=== barrido_display_flat ===
**src/rtl/barrido_display_if.sv**
```systemverilog
// Bus between the scan controller and its neighbours: value/load/enable
// inputs plus the digit index, nibble and blanking outputs.
interface barrido_display_if;
   logic [15:0] valor;
   logic        carga;
   logic        habilita;
   logic        blank_ceros;
   logic        b0;
   logic        b1;
   logic [3:0]  nibble;
   logic        apagar;
   logic        fin_trama;

   modport master (
      output valor, carga, habilita, blank_ceros,
      input  b0, b1, nibble, apagar, fin_trama
   );

   modport slave (
      input  valor, carga, habilita, blank_ceros,
      output b0, b1, nibble, apagar, fin_trama
   );
endinterface

```
**src/rtl/barrido_display.sv**
```systemverilog
// Four-digit hex display scan controller: steps the digit index at a
// programmable rate and swaps in new values only at frame boundaries.
module barrido_display #(
   parameter int unsigned PRESCALE = 50000
) (
   input logic          clk,
   input logic          rst,
   barrido_display_if.slave bus
);

   localparam int unsigned PW = (PRESCALE > 1) ? $clog2(PRESCALE) : 1;
   localparam logic [PW-1:0] PRE_MAX = PW'(PRESCALE - 1);

   logic [PW-1:0] pre;
   logic [1:0]    dig;
   logic [15:0]   mostrado;
   logic [15:0]   pendiente;
   logic          pend_v;
   logic          fin_r;

   logic          paso;
   logic          frontera;
   logic [3:0]    ceros;

   assign paso     = bus.habilita && (pre == PRE_MAX);
   assign frontera = paso && (dig == 2'd3);

   always_ff @(posedge clk or posedge rst) begin
      if (rst) begin
         pre <= '0;
         dig <= '0;
      end else if (bus.habilita) begin
         if (paso) begin
            pre <= '0;
            dig <= dig + 2'd1;
         end else begin
            pre <= pre + PW'(1);
         end
      end
   end

   // A load coinciding with the boundary bypasses staging and drops any older staged value.
   always_ff @(posedge clk or posedge rst) begin
      if (rst) begin
         mostrado  <= '0;
         pendiente <= '0;
         pend_v    <= 1'b0;
         fin_r     <= 1'b0;
      end else begin
         fin_r <= frontera;
         if (frontera) begin
            if (bus.carga) begin
               mostrado <= bus.valor;
            end else if (pend_v) begin
               mostrado <= pendiente;
            end
            pend_v <= 1'b0;
         end else if (bus.carga) begin
            pendiente <= bus.valor;
            pend_v    <= 1'b1;
         end
      end
   end

   // ceros[k]: every nibble from position 3 down to k is zero.
   always_comb begin
      ceros = '0;
      for (int unsigned k = 0; k < 4; k++) begin
         ceros[k] = ((mostrado >> (4 * k)) == 16'd0);
      end
   end

   assign bus.b0        = dig[0];
   assign bus.b1        = dig[1];
   assign bus.nibble    = mostrado[{dig, 2'b00} +: 4];
   assign bus.apagar    = ~bus.habilita | (bus.blank_ceros & (dig != 2'd0) & ceros[dig]);
   assign bus.fin_trama = fin_r;

endmodule

```
**src/flat_wrapper.sv**
```systemverilog
// flat-port wrapper written by rule: the top's interface ports become plain ports
module barrido_display_flat 
#(
   parameter int unsigned PRESCALE = 50000
)
  (clk, rst, bus_valor, bus_carga, bus_habilita, bus_blank_ceros, bus_b0, bus_b1, bus_nibble, bus_apagar, bus_fin_trama);
  barrido_display_if bus_i ();
  input logic clk;
  input logic rst;
  input wire logic [$bits(bus_i.valor)-1:0] bus_valor;
  input wire logic [$bits(bus_i.carga)-1:0] bus_carga;
  input wire logic [$bits(bus_i.habilita)-1:0] bus_habilita;
  input wire logic [$bits(bus_i.blank_ceros)-1:0] bus_blank_ceros;
  output wire logic [$bits(bus_i.b0)-1:0] bus_b0;
  output wire logic [$bits(bus_i.b1)-1:0] bus_b1;
  output wire logic [$bits(bus_i.nibble)-1:0] bus_nibble;
  output wire logic [$bits(bus_i.apagar)-1:0] bus_apagar;
  output wire logic [$bits(bus_i.fin_trama)-1:0] bus_fin_trama;
  assign bus_i.valor = bus_valor;
  assign bus_i.carga = bus_carga;
  assign bus_i.habilita = bus_habilita;
  assign bus_i.blank_ceros = bus_blank_ceros;
  assign bus_b0 = bus_i.b0;
  assign bus_b1 = bus_i.b1;
  assign bus_nibble = bus_i.nibble;
  assign bus_apagar = bus_i.apagar;
  assign bus_fin_trama = bus_i.fin_trama;
  barrido_display #(.PRESCALE(PRESCALE)) u_core (.clk(clk), .rst(rst), .bus(bus_i));
endmodule
```
**config.mk**
```make
export PLATFORM = sky130hd
export DESIGN_NAME = barrido_display_flat
export DESIGN_NICKNAME = d
export VERILOG_FILES = /design/src/rtl/barrido_display_if.sv /design/src/rtl/barrido_display.sv /design/src/flat_wrapper.sv
export SDC_FILE = /design/constraint.sdc
export NUM_CORES = 1
export LEC_CHECK = 0
export ABC_AREA = 1
export ABC_CLOCK_PERIOD_IN_PS = 1900
export CAP_MARGIN = 20
export CORE_AREA = 2 2 75 77
export DETAILED_ROUTE_END_ITERATION = 10
export DIE_AREA = 0 0 77 79
export PLACE_DENSITY = 0.83
export SKIP_CTS_REPAIR_TIMING = 1
export SLEW_MARGIN = 10
export SYNTH_ARGS = -nofsm -noshare
export SYNTH_HDL_FRONTEND = slang
export SYNTH_SLANG_ARGS = --single-unit
```
**constraint.sdc**
```tcl
create_clock -name clk -period 1.9 [get_ports clk]
set_clock_uncertainty 0.05 [all_clocks]
set_input_delay 0.285 -clock clk [delete_from_list [all_inputs] [get_ports clk]]
set_output_delay 0.285 -clock clk [all_outputs]
set_load 0.05 [all_outputs]
```
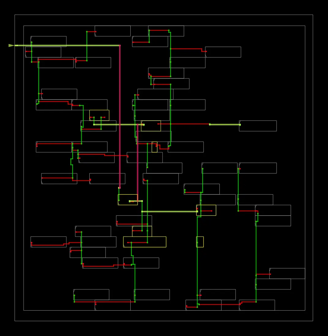
barrido_display_flat: clock nets
clock buffer count in the final layout: 6
flip-flops: 52
number of sinks on the clock net: 52
power attributed to the clock group: 0.749 mW

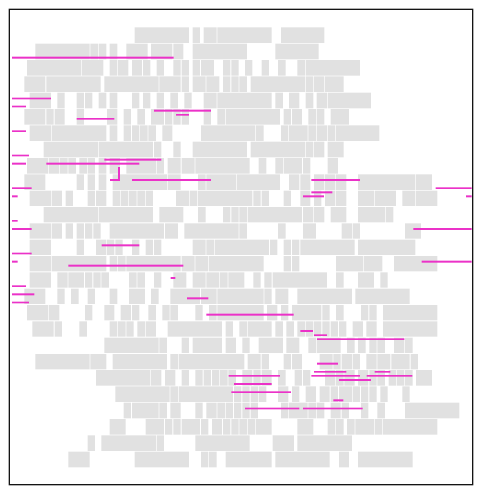
barrido_display_flat: met3 routing
Drawn at 6 px/um. Cells faint in the background.
wire length on this layer	292 um
nets with wire on the layer	45
share of all routed wire	4.7%
main direction	horizontal

==> impl_results.html <==
<h2>Synthesis and place &amp; route</h2>
<table>
<tr><th>Metric</th><th>Value</th></tr>
<tr><th colspan="2">Yosys</th></tr>
<tr><td>Largest area contributor in the netlist</td><td>dfrtp_1</td></tr>
<tr><td>Fraction of synthesized cell area taken by the top area cell type</td><td>44.56%</td></tr>
<tr><td>Dominant flop cell</td><td>dfrtp_1</td></tr>
<tr><th colspan="2">Final layout</th></tr>
<tr><td>Non-clock buffer area fraction after layout</td><td>12.40%</td></tr>
<tr><td>Nets@finish</td><td>452</td></tr>
<tr><td>Flip-flop and latch area</td><td>1304 um2</td></tr>
<tr><td>Biggest registers after layout</td><td>u_core.mostrado (16), u_core.pendiente (16), u_core.pre (16)</td></tr>
<tr><th colspan="2">Final timing</th></tr>
<tr><td>Final number of setup-violating endpoints</td><td>1</td></tr>
<tr><td>Smallest setup slack after layout</td><td>-48.41 ps</td></tr>
<tr><th colspan="2">Floorplanning</th></tr>
<tr><td>Die Span Y</td><td>79 um</td></tr>
<tr><td>Effective utilization at floorplan</td><td>54.71%</td></tr>
<tr><th colspan="2">Setup path</th></tr>
<tr><td>Worst setup slack for register-to-register paths</td><td>230 ps</td></tr>
<tr><td>Startpoint kind of the worst setup timing path</td><td>flop</td></tr>
<tr><td>Crit Path Max Fanout</td><td>10</td></tr>
<tr><td>Cell breakdown of the critical path</td><td>inv_4 -&gt; ha_1 -&gt; nand3b_1 -&gt; nor3_1 -&gt; nand3_1 -&gt; nand2_4 -&gt; buf_12</td></tr>
<tr><td>Crit end category</td><td>primary output</td></tr>
<tr><th colspan="2">Pwr</th></tr>
<tr><td>Gate power share</td><td>19.0%</td></tr>
<tr><td>Power Dens Cells</td><td>750.1 nW/um2</td></tr>
<tr><td>Power dissipated in combinational cells</td><td>0.494 mW</td></tr>
<tr><th colspan="2">Min path</th></tr>
<tr><td>Class of the tightest hold or removal check</td><td>in2async</td></tr>
<tr><th colspan="2">Outcome</th></tr>
<tr><td>Result of the run</td><td>complete, but fails checks</td></tr>
<tr><td>Violated checks</td><td>setup timing</td></tr>
<tr><th colspan="2">Route</th></tr>
<tr><td>Count of unresolved DRC violations after routing</td><td>0</td></tr>
<tr><th colspan="2">Placed design</th></tr>
<tr><td>Final weighted congestion of routability-driven global placement</td><td>0.9227</td></tr>
</table>
layout by cell type (no fill, tap or decap), drive strengths merged:
cell type	n
a21oi	4
buf	18
bufinv	1
clkbuf	6
clkdlybuf4s50	22
clkinv	1
dfrtp	52
ha	3
inv	36
nand2	165
nand3	26
nand3b	1
nand4	23
nor2	31
nor3	10
nor3b	2
o21ai	21
or2	1
xor2	6
per-layer routing:
layer	routed length, um	vias up	global-route usage, %
li1	-	1326	-
met1	2972	1219	32.37
met2	2903	82	35.88
met3	291	4	2.614
met4	56	0	5.714
met5	0	-	0

=== key_debounce ===
key_debounce, clock nets:
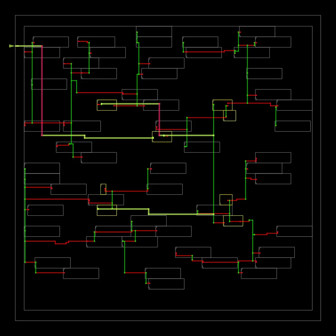
key_debounce, wire density map:
Drawn at 4 px/um. The die is cut into 16 by 16 equal tiles; dark purple is low, yellow is high, scaled to the fullest tile. Values are wire area over tile area, all layers added.
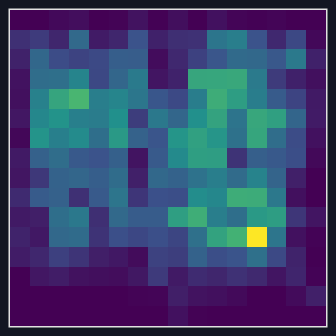
### config.mk
export PLATFORM = sky130hd
export DESIGN_NAME = key_debounce
export DESIGN_NICKNAME = d
export VERILOG_FILES = /design/src/rtl/key_pkg.sv /design/src/rtl/key_sync.sv /design/src/rtl/key_debounce.sv
export SDC_FILE = /design/constraint.sdc
export NUM_CORES = 1
export LEC_CHECK = 0
export CORE_MARGIN = 2
export CORE_UTILIZATION = 50
export DETAILED_ROUTE_END_ITERATION = 6
export GPL_TIMING_DRIVEN = 0
export PLACE_DENSITY = 0.68
export SYNTH_ARGS = -nofsm -noshare
export SYNTH_HDL_FRONTEND = slang
export SYNTH_HIERARCHICAL = 1
export SYNTH_SLANG_ARGS = --single-unit
### constraint.sdc
create_clock -name clk -period 4.3 [get_ports clk]
set_input_delay 0.86 -clock clk [delete_from_list [all_inputs] [get_ports clk]]
set_output_delay 0.86 -clock clk [all_outputs]
set_load 0.05 [all_outputs]
### src/rtl/key_pkg.sv
// Shared types and default timing constants for the single-key debouncer.
package key_pkg;

    typedef enum logic [1:0] {
        StIdle      = 2'd0,
        StPressFilt = 2'd1,
        StDown      = 2'd2,
        StRelFilt   = 2'd3
    } key_state_e;

    // Defaults assume a 50 MHz system clock: 20 ms debounce, 1 s long-press.
    localparam int unsigned DebCyclesDefault  = 1_000_000;
    localparam int unsigned LongCyclesDefault = 50_000_000;

endpackage

### src/rtl/key_sync.sv
// Generic 2-flop synchronizer for an asynchronous single-bit pin.
module key_sync #(
    parameter logic ResetValue = 1'b1
) (
    input  logic clk,
    input  logic rst_n,
    input  logic d,
    output logic q
);

    logic meta_q;
    logic sync_q;

    always_ff @(posedge clk or negedge rst_n) begin
        if (!rst_n) begin
            meta_q <= ResetValue;
            sync_q <= ResetValue;
        end else begin
            meta_q <= d;
            sync_q <= meta_q;
        end
    end

    assign q = sync_q;

endmodule

### src/rtl/key_debounce.sv
// Active-low push-button conditioner: synchronize, debounce, and emit
// registered press / release / long-press pulses plus a debounced level.
module key_debounce
    import key_pkg::*;
#(
    parameter int unsigned DEB_CYCLES  = DebCyclesDefault,
    parameter int unsigned LONG_CYCLES = LongCyclesDefault
) (
    input  logic clk,
    input  logic rst_n,
    input  logic key_n,
    output logic key_state,
    output logic key_press,
    output logic key_release,
    output logic key_long
);

    localparam int unsigned DW = $clog2(DEB_CYCLES);
    localparam int unsigned HW = $clog2(LONG_CYCLES);
    localparam logic [DW-1:0] DebLast  = DW'(DEB_CYCLES - 1);
    localparam logic [HW-1:0] HoldLast = HW'(LONG_CYCLES - 1);

    logic key_s;

    key_state_e    state_q, state_d;
    logic [DW-1:0] deb_cnt_q, deb_cnt_d;
    logic [HW-1:0] hold_cnt_q, hold_cnt_d;
    logic          long_done_q, long_done_d;
    logic          key_state_q, key_state_d;
    logic          press_q, press_d;
    logic          release_q, release_d;
    logic          long_q, long_d;

    key_sync #(
        .ResetValue (1'b1)
    ) u_sync (
        .clk   (clk),
        .rst_n (rst_n),
        .d     (key_n),
        .q     (key_s)
    );

    always_ff @(posedge clk or negedge rst_n) begin
        if (!rst_n) begin
            state_q     <= StIdle;
            deb_cnt_q   <= '0;
            hold_cnt_q  <= '0;
            long_done_q <= 1'b0;
            key_state_q <= 1'b0;
            press_q     <= 1'b0;
            release_q   <= 1'b0;
            long_q      <= 1'b0;
        end else begin
            state_q     <= state_d;
            deb_cnt_q   <= deb_cnt_d;
            hold_cnt_q  <= hold_cnt_d;
            long_done_q <= long_done_d;
            key_state_q <= key_state_d;
            press_q     <= press_d;
            release_q   <= release_d;
            long_q      <= long_d;
        end
    end

    always_comb begin
        state_d = state_q;
        case (state_q)
            StIdle:      if (!key_s) state_d = StPressFilt;
            StPressFilt: begin
                if (key_s)                     state_d = StIdle;
                else if (deb_cnt_q == DebLast) state_d = StDown;
            end
            StDown:      if (key_s) state_d = StRelFilt;
            StRelFilt: begin
                if (!key_s)                    state_d = StDown;
                else if (deb_cnt_q == DebLast) state_d = StIdle;
            end
            default:     state_d = StIdle;
        endcase
    end

    always_comb begin
        deb_cnt_d   = deb_cnt_q;
        hold_cnt_d  = hold_cnt_q;
        long_done_d = long_done_q;
        key_state_d = key_state_q;
        press_d     = 1'b0;
        release_d   = 1'b0;
        long_d      = 1'b0;
        case (state_q)
            StIdle: deb_cnt_d = '0;
            StPressFilt: begin
                if (key_s) begin
                    deb_cnt_d = '0;
                end else if (deb_cnt_q == DebLast) begin
                    deb_cnt_d   = '0;
                    press_d     = 1'b1;
                    key_state_d = 1'b1;
                    hold_cnt_d  = '0;
                    long_done_d = 1'b0;
                end else begin
                    deb_cnt_d = deb_cnt_q + 1'b1;
                end
            end
            StDown: begin
                deb_cnt_d = '0;
                // Saturate at the threshold; long_done keeps the pulse single.
                if (hold_cnt_q != HoldLast) begin
                    hold_cnt_d = hold_cnt_q + 1'b1;
                end else if (!long_done_q) begin
                    long_d      = 1'b1;
                    long_done_d = 1'b1;
                end
            end
            StRelFilt: begin
                if (!key_s) begin
                    deb_cnt_d = '0;
                end else if (deb_cnt_q == DebLast) begin
                    deb_cnt_d   = '0;
                    release_d   = 1'b1;
                    key_state_d = 1'b0;
                end else begin
                    deb_cnt_d = deb_cnt_q + 1'b1;
                end
            end
            default: deb_cnt_d = '0;
        endcase
    end

    assign key_state   = key_state_q;
    assign key_press   = press_q;
    assign key_release = release_q;
    assign key_long    = long_q;

endmodule
==> impl_results.html <==
<h2>Synthesis and place &amp; route</h2>
<table>
<tr><th>Metric</th><th>Value</th></tr>
<tr><th colspan="2">Outcome</th></tr>
<tr><td>Result of the run</td><td>finished, final reports clean</td></tr>
<tr><th colspan="2">Pwr</th></tr>
<tr><td>Power Sequential</td><td>0.522 mW</td></tr>
<tr><td>Total power after layout</td><td>0.8349 mW</td></tr>
<tr><td>Gate power share</td><td>2.4%</td></tr>
<tr><th colspan="2">Route</th></tr>
<tr><td>DR iter-0 viols</td><td>177</td></tr>
<tr><td>Met1 routed wirelength after detailed routing</td><td>2587 um</td></tr>
<tr><td>Routed length on met3</td><td>193 um</td></tr>
<tr><th colspan="2">Final layout</th></tr>
<tr><td>Logic gate fraction of the total cell area</td><td>43.72%</td></tr>
<tr><td>Register containing the most flip-flops in the final layout</td><td>hold_cnt_q</td></tr>
<tr><td>Count of buffers not belonging to the clock network in the layout</td><td>18</td></tr>
<tr><td>Final cell count without fillers</td><td>371</td></tr>
<tr><td>Synthesis-to-finish area growth</td><td>9.075%</td></tr>
<tr><td>Layout Cell Area excl Fill</td><td>3068 um2</td></tr>
<tr><td>Biggest registers after layout</td><td>hold_cnt_q (26), deb_cnt_q (20)</td></tr>
<tr><td>Flip-flops</td><td>55</td></tr>
<tr><td>Flip-flop and latch area</td><td>1379 um2</td></tr>
<tr><th colspan="2">Placed design</th></tr>
<tr><td>Port bufs</td><td>6</td></tr>
<tr><td>Final weighted congestion of routability-driven global placement</td><td>0.8164</td></tr>
<tr><th colspan="2">Yosys</th></tr>
<tr><td>Count of state elements after synthesis</td><td>55</td></tr>
<tr><td>Area share of and/or/nand/nor cells after synthesis</td><td>27.67%</td></tr>
<tr><td>Mux cell area share after synthesis</td><td>2.135%</td></tr>
<tr><td>Xor/xnor cell area share of the yosys netlist</td><td>7.473%</td></tr>
<tr><th colspan="2">Setup path</th></tr>
<tr><td>Req. time, crit path</td><td>4500 ps</td></tr>
<tr><td>Startpoint kind of the worst setup timing path</td><td>flop</td></tr>
<tr><th colspan="2">Clocking</th></tr>
<tr><td>Clock insertion delay at the later pin of the skew report</td><td>320 ps</td></tr>
<tr><td>Max Root-Sink Buffers</td><td>2</td></tr>
<tr><th colspan="2">Floorplanning</th></tr>
<tr><td>Core Region</td><td>5473 um2</td></tr>
<tr><td>Horizontal die dimension</td><td>79 um</td></tr>
<tr><th colspan="2">Final timing</th></tr>
<tr><td>Worst hold-check slack</td><td>373.4 ps</td></tr>
<tr><td>Fin Clk Skew</td><td>10.31 ps</td></tr>
</table>
## Picture notes: 'clock nets' of key_debounce
number of sinks on the clock net: 55
power attributed to the clock group: 0.293 mW

## Picture notes: 'wire density map' of key_debounce
densest ninth of the die	centre
emptiest ninth of the die	south-west
mean over tiles	0.14
fullest tile	0.61
tiles over half the peak	11%

==> critical path, stage by stage, from the launching register on <==
cell      delay (ps)
dfrtp_1          400
ha_1             230
inv_1             70
nor2_1           510
and3_1           290
and3_1           170
clkbuf_1         260
buf_2            300
nor2_1            80
==> layer usage <==
| metal | track usage [%] | vias up |
|---|---|---|
| li1 | - | 1056 |
| met1 | 26.57 | 1060 |
| met2 | 35.68 | 30 |
| met3 | 5.227 | 4 |
| met4 | 5.690 | 0 |
| met5 | 0 | - |

=== mem_access_unit ===
<file path="src/rtl/mem_access_unit_pkg.sv">
// Shared encodings for the memory access unit: FSM states, access sizes and
// byte-lane mask constants, plus the alignment rule used by the top level.
package mem_access_unit_pkg;

  typedef enum logic {
    ST_IDLE     = 1'b0,
    ST_WAIT_ACK = 1'b1
  } state_t;

  // Access size as carried on load_size_in; any value with bit 1 set is a word.
  localparam logic [1:0] SZ_BYTE = 2'b00;
  localparam logic [1:0] SZ_HALF = 2'b01;
  localparam logic [1:0] SZ_WORD = 2'b10;

  localparam logic [3:0] MASK_NONE    = 4'b0000;
  localparam logic [3:0] MASK_BYTE0   = 4'b0001;
  localparam logic [3:0] MASK_HALF_LO = 4'b0011;
  localparam logic [3:0] MASK_HALF_HI = 4'b1100;
  localparam logic [3:0] MASK_WORD    = 4'b1111;

  function automatic logic is_misaligned(input logic [1:0] size, input logic [1:0] offset);
    logic mis;
    if (size[1]) begin
      mis = (offset != 2'b00);
    end else if (size == SZ_HALF) begin
      mis = offset[0];
    end else begin
      mis = 1'b0;
    end
    return mis;
  endfunction

endpackage

</file>
<file path="src/rtl/mem_access_unit_store_align.sv">
// Replicates store data across byte lanes and builds the write byte mask
// for the requested size and address offset.
module store_align
  import mem_access_unit_pkg::*;
(
  input  logic [1:0]  size,
  input  logic [1:0]  offset,
  input  logic [31:0] rs2,
  output logic [31:0] data,
  output logic [3:0]  mask
);

  always_comb begin
    data = rs2;
    mask = MASK_WORD;
    case (size)
      SZ_BYTE: begin
        data = {4{rs2[7:0]}};
        mask = MASK_BYTE0 << offset;
      end
      SZ_HALF: begin
        data = {2{rs2[15:0]}};
        mask = offset[1] ? MASK_HALF_HI : MASK_HALF_LO;
      end
      default: begin
        data = rs2;
        mask = MASK_WORD;
      end
    endcase
  end

endmodule

</file>
<file path="src/rtl/mem_access_unit.sv">
// Load/store bridge between the execute stage and a single-outstanding data bus,
// with misalignment detection, ack timeout and a registered load-unit feed.
module mem_access_unit
  import mem_access_unit_pkg::*;
#(
  parameter int ACK_TIMEOUT = 255
) (
  input  logic        clk_in,
  input  logic        rst_in,
  input  logic [31:0] iadder_in,
  input  logic [31:0] rs2_in,
  input  logic        mem_wr_req_in,
  input  logic        mem_rd_req_in,
  input  logic [1:0]  load_size_in,
  input  logic        load_unsigned_in,
  output logic [31:0] dmaddr_out,
  output logic [31:0] dmdata_out,
  output logic [3:0]  dmwr_mask_out,
  output logic        dmwr_req_out,
  output logic        dmrd_req_out,
  input  logic        dmack_in,
  input  logic [31:0] dmdata_in,
  output logic        stall_out,
  output logic [31:0] rdata_out,
  output logic [1:0]  iadder_out_1_to_0_out,
  output logic [1:0]  load_size_out,
  output logic        load_unsigned_out,
  output logic        rvalid_out,
  output logic        misaligned_out,
  output logic        bus_err_out,
  output state_t      state_dbg
);

  // Handshake: upstream presents a request and must hold every request input
  // while stall_out is high. The bus side sees a strobe held stable from the
  // cycle after acceptance until dmack_in is sampled high (or the timeout).
  localparam logic [7:0] WAIT_LAST = 8'(ACK_TIMEOUT - 1);

  state_t      state;
  state_t      state_nxt;
  logic [7:0]  wait_cnt;
  logic        req_valid;
  logic        req_mis;
  logic        accept;
  logic        ack_done;
  logic        timeout;
  logic        stall_raw;
  logic [31:0] st_data;
  logic [3:0]  st_mask;
  logic [1:0]  pend_offset;
  logic [1:0]  pend_size;
  logic        pend_unsigned;

  assign req_valid = mem_wr_req_in | mem_rd_req_in;
  assign req_mis   = is_misaligned(load_size_in, iadder_in[1:0]);

  store_align u_store_align (
    .size   (load_size_in),
    .offset (iadder_in[1:0]),
    .rs2    (rs2_in),
    .data   (st_data),
    .mask   (st_mask)
  );

  always_ff @(posedge clk_in or posedge rst_in) begin
    if (rst_in) begin
      state <= ST_IDLE;
    end else begin
      state <= state_nxt;
    end
  end

  always_comb begin
    state_nxt = state;
    case (state)
      ST_IDLE:     if (accept) state_nxt = ST_WAIT_ACK;
      ST_WAIT_ACK: if (ack_done || timeout) state_nxt = ST_IDLE;
      default:     state_nxt = ST_IDLE;
    endcase
  end

  always_comb begin
    accept    = 1'b0;
    ack_done  = 1'b0;
    timeout   = 1'b0;
    stall_raw = 1'b0;
    case (state)
      ST_IDLE: begin
        accept    = req_valid && !req_mis;
        stall_raw = req_valid && !req_mis;
      end
      ST_WAIT_ACK: begin
        ack_done  = dmack_in;
        // An ack in the final allowed cycle completes normally.
        timeout   = !dmack_in && (wait_cnt == WAIT_LAST);
        stall_raw = !dmack_in;
      end
      default: begin
        stall_raw = 1'b0;
      end
    endcase
  end

  // Gated so that every output reads zero while reset is held.
  assign stall_out = stall_raw & ~rst_in;
  assign state_dbg = state;

  always_ff @(posedge clk_in or posedge rst_in) begin
    if (rst_in) begin
      wait_cnt <= 8'd0;
    end else if (accept) begin
      wait_cnt <= 8'd0;
    end else if (state == ST_WAIT_ACK && !dmack_in) begin
      wait_cnt <= wait_cnt + 8'd1;
    end
  end

  always_ff @(posedge clk_in or posedge rst_in) begin
    if (rst_in) begin
      dmaddr_out     <= 32'd0;
      dmdata_out     <= 32'd0;
      dmwr_mask_out  <= MASK_NONE;
      dmwr_req_out   <= 1'b0;
      dmrd_req_out   <= 1'b0;
      pend_offset    <= 2'b00;
      pend_size      <= 2'b00;
      pend_unsigned  <= 1'b0;
      misaligned_out <= 1'b0;
      bus_err_out    <= 1'b0;
    end else begin
      misaligned_out <= (state == ST_IDLE) && req_valid && req_mis;
      bus_err_out    <= timeout;
      if (accept) begin
        // Write wins when both requests are present.
        dmaddr_out    <= {iadder_in[31:2], 2'b00};
        dmwr_req_out  <= mem_wr_req_in;
        dmrd_req_out  <= ~mem_wr_req_in;
        dmdata_out    <= mem_wr_req_in ? st_data : 32'd0;
        dmwr_mask_out <= mem_wr_req_in ? st_mask : MASK_NONE;
        pend_offset   <= iadder_in[1:0];
        pend_size     <= load_size_in;
        pend_unsigned <= load_unsigned_in;
      end else if (ack_done || timeout) begin
        dmwr_req_out <= 1'b0;
        dmrd_req_out <= 1'b0;
      end
    end
  end

  // Load-unit feed only changes when a read completes with an ack.
  always_ff @(posedge clk_in or posedge rst_in) begin
    if (rst_in) begin
      rdata_out             <= 32'd0;
      iadder_out_1_to_0_out <= 2'b00;
      load_size_out         <= 2'b00;
      load_unsigned_out     <= 1'b0;
      rvalid_out            <= 1'b0;
    end else begin
      rvalid_out <= ack_done && dmrd_req_out;
      if (ack_done && dmrd_req_out) begin
        rdata_out             <= dmdata_in;
        iadder_out_1_to_0_out <= pend_offset;
        load_size_out         <= pend_size;
        load_unsigned_out     <= pend_unsigned;
      end
    end
  end

endmodule

</file>
<file path="config.mk">
export PLATFORM = sky130hd
export DESIGN_NAME = mem_access_unit
export DESIGN_NICKNAME = d
export VERILOG_FILES = /design/src/rtl/mem_access_unit_pkg.sv /design/src/rtl/mem_access_unit_store_align.sv /design/src/rtl/mem_access_unit.sv
export SDC_FILE = /design/constraint.sdc
export NUM_CORES = 1
export LEC_CHECK = 0
export CORE_UTILIZATION = 43
export CTS_CLUSTER_DIAMETER = 80
export DETAILED_ROUTE_END_ITERATION = 16
export MAX_ROUTING_LAYER = met4
export PLACE_DENSITY_LB_ADDON = 0.08
export SLEW_MARGIN = 25
export SYNTH_ARGS = -nofsm -noshare
export SYNTH_HDL_FRONTEND = slang
export SYNTH_SLANG_ARGS = --single-unit
</file>
<file path="constraint.sdc">
create_clock -name clk_in -period 4.2 [get_ports clk_in]
set_clock_uncertainty 0.05 [all_clocks]
set_input_delay 0.42 -clock clk_in [delete_from_list [all_inputs] [get_ports clk_in]]
set_output_delay 0.42 -clock clk_in [all_outputs]
set_load 0.02 [all_outputs]
</file>
==> impl_results.html <==
<h2>Synthesis and place &amp; route</h2>
<table>
<tr><th>Metric</th><th>Value</th></tr>
<tr><th colspan="2">Outcome</th></tr>
<tr><td>Result of the run</td><td>finished, final reports clean</td></tr>
<tr><th colspan="2">Clocking</th></tr>
<tr><td>H-tree levels</td><td>4</td></tr>
<tr><td>Post-CTS setup buffer count</td><td>0</td></tr>
<tr><th colspan="2">Route</th></tr>
<tr><td>Met1 routed wirelength after detailed routing</td><td>5754 um</td></tr>
<tr><th colspan="2">Final timing</th></tr>
<tr><td>Total count of hold-check failures in the final report</td><td>0</td></tr>
<tr><td>Smallest setup slack after layout</td><td>1118 ps</td></tr>
<tr><td>Final number of setup-violating endpoints</td><td>0</td></tr>
<tr><td>Final period utilization</td><td>73.37%</td></tr>
<tr><th colspan="2">Pwr</th></tr>
<tr><td>Power dissipated in combinational cells</td><td>1.85 mW</td></tr>
<tr><td>Fraction of power consumed by sequential logic</td><td>34.9%</td></tr>
<tr><th colspan="2">Setup path</th></tr>
<tr><td>Worst reg2reg endpoint</td><td>dmaddr_out[22]$_DFFE_PP0P_</td></tr>
<tr><td>Critical path startpoint</td><td>load_size_in[0]</td></tr>
<tr><td>Number of cell instances on the worst register-to-register path</td><td>5</td></tr>
<tr><td>Total stage count of the critical path</td><td>7</td></tr>
<tr><th colspan="2">Placed design</th></tr>
<tr><td>Detailed Place HPWL</td><td>9686 um</td></tr>
<tr><td>Final weighted congestion of routability-driven global placement</td><td>0.7680</td></tr>
<tr><th colspan="2">Global routing</th></tr>
<tr><td>Vias in the first global route</td><td>4170</td></tr>
</table>
sequential cells by signal, summed over array words and instances (netlist names), 2 cells and up:
register and flops:
pend_size 2, wait_cnt 8, dmdata_out 32, rdata_out 32, pend_offset 2, load_size_out 2
iadder_out_1_to_0_out 2, dmwr_mask_out 4, dmaddr_out 30
worst register-to-register path: cells and delay by family (launching register included):
family / cells / cell delay (ps)
DFF: 1 / 490
muxes: 1 / 440
AOI/OAI and AO/OA: 1 / 260
buffers and inverters: 2 / 810
and+or+nand+nor: 1 / 140
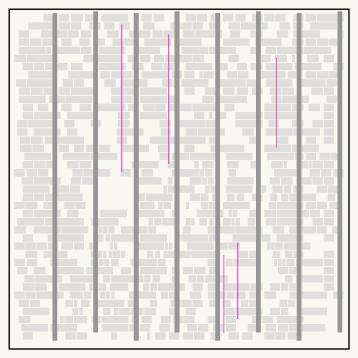
mem_access_unit: the metal 4 layer
Drawn at 3 px/um. Supply wires on this layer in grey. Cells faint in the background.
main direction	vertical
longest straight run	49.0 um
share of all routed wire	1.2%
nets with wire on the layer	4
wire length on this layer	173 um

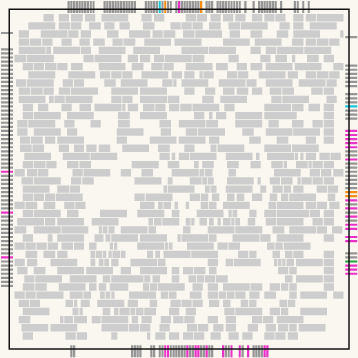
mem_access_unit: pin map
Drawn at 3 px/um. Pins as bars across the die edge, other pins in grey.
port	colour	pins	direction	edge
load_size_out	cyan	2	output	1 north, 1 east
dmdata_out	magenta	32	output	16 east, 12 south, 3 west, 1 north
dmwr_mask_out	orange	4	output	2 east, 2 north
misaligned_out	green	1	output	east
all pins by edge	68 north, 60 west, 47 east, 41 south

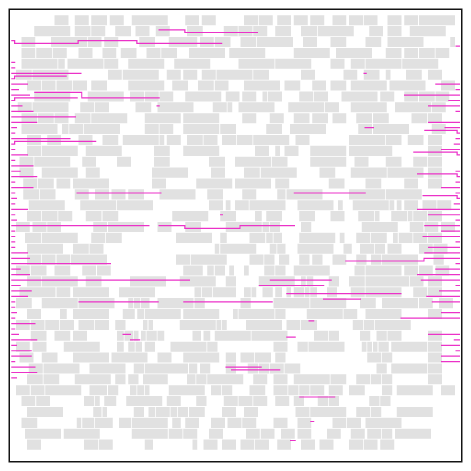
mem_access_unit: met3 routing
Drawn at 4 px/um. Cells faint in the background.
longest straight run	44.4 um
wire length on this layer	949 um
nets with wire on the layer	116
share of all routed wire	6.8%



==> screenshots <==
Close-up of the layout.
picture 1
Region (27, 29) to (77, 79) um. Cells in grey, sequential cells in the stronger grey; small squares are vias.
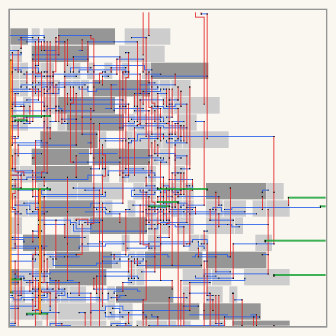
picture 2
Region (29, 29) to (79, 79) um. Cells in grey, sequential cells in the stronger grey; small squares are vias.
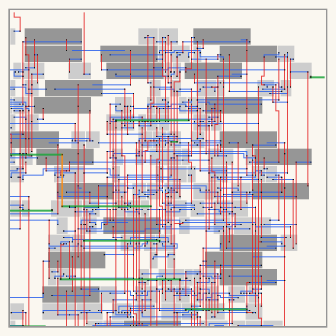
picture 3
Region (60, 60) to (110, 110) um. Cells in grey, sequential cells in the stronger grey; small squares are vias.
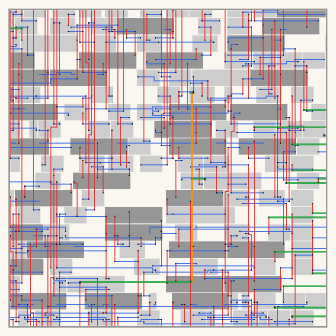
- picture 2 = key_debounce
- picture 1 = barrido_display_flat
- picture 3 = mem_access_unit

Power is estimated from default activity; no workload was simulated.
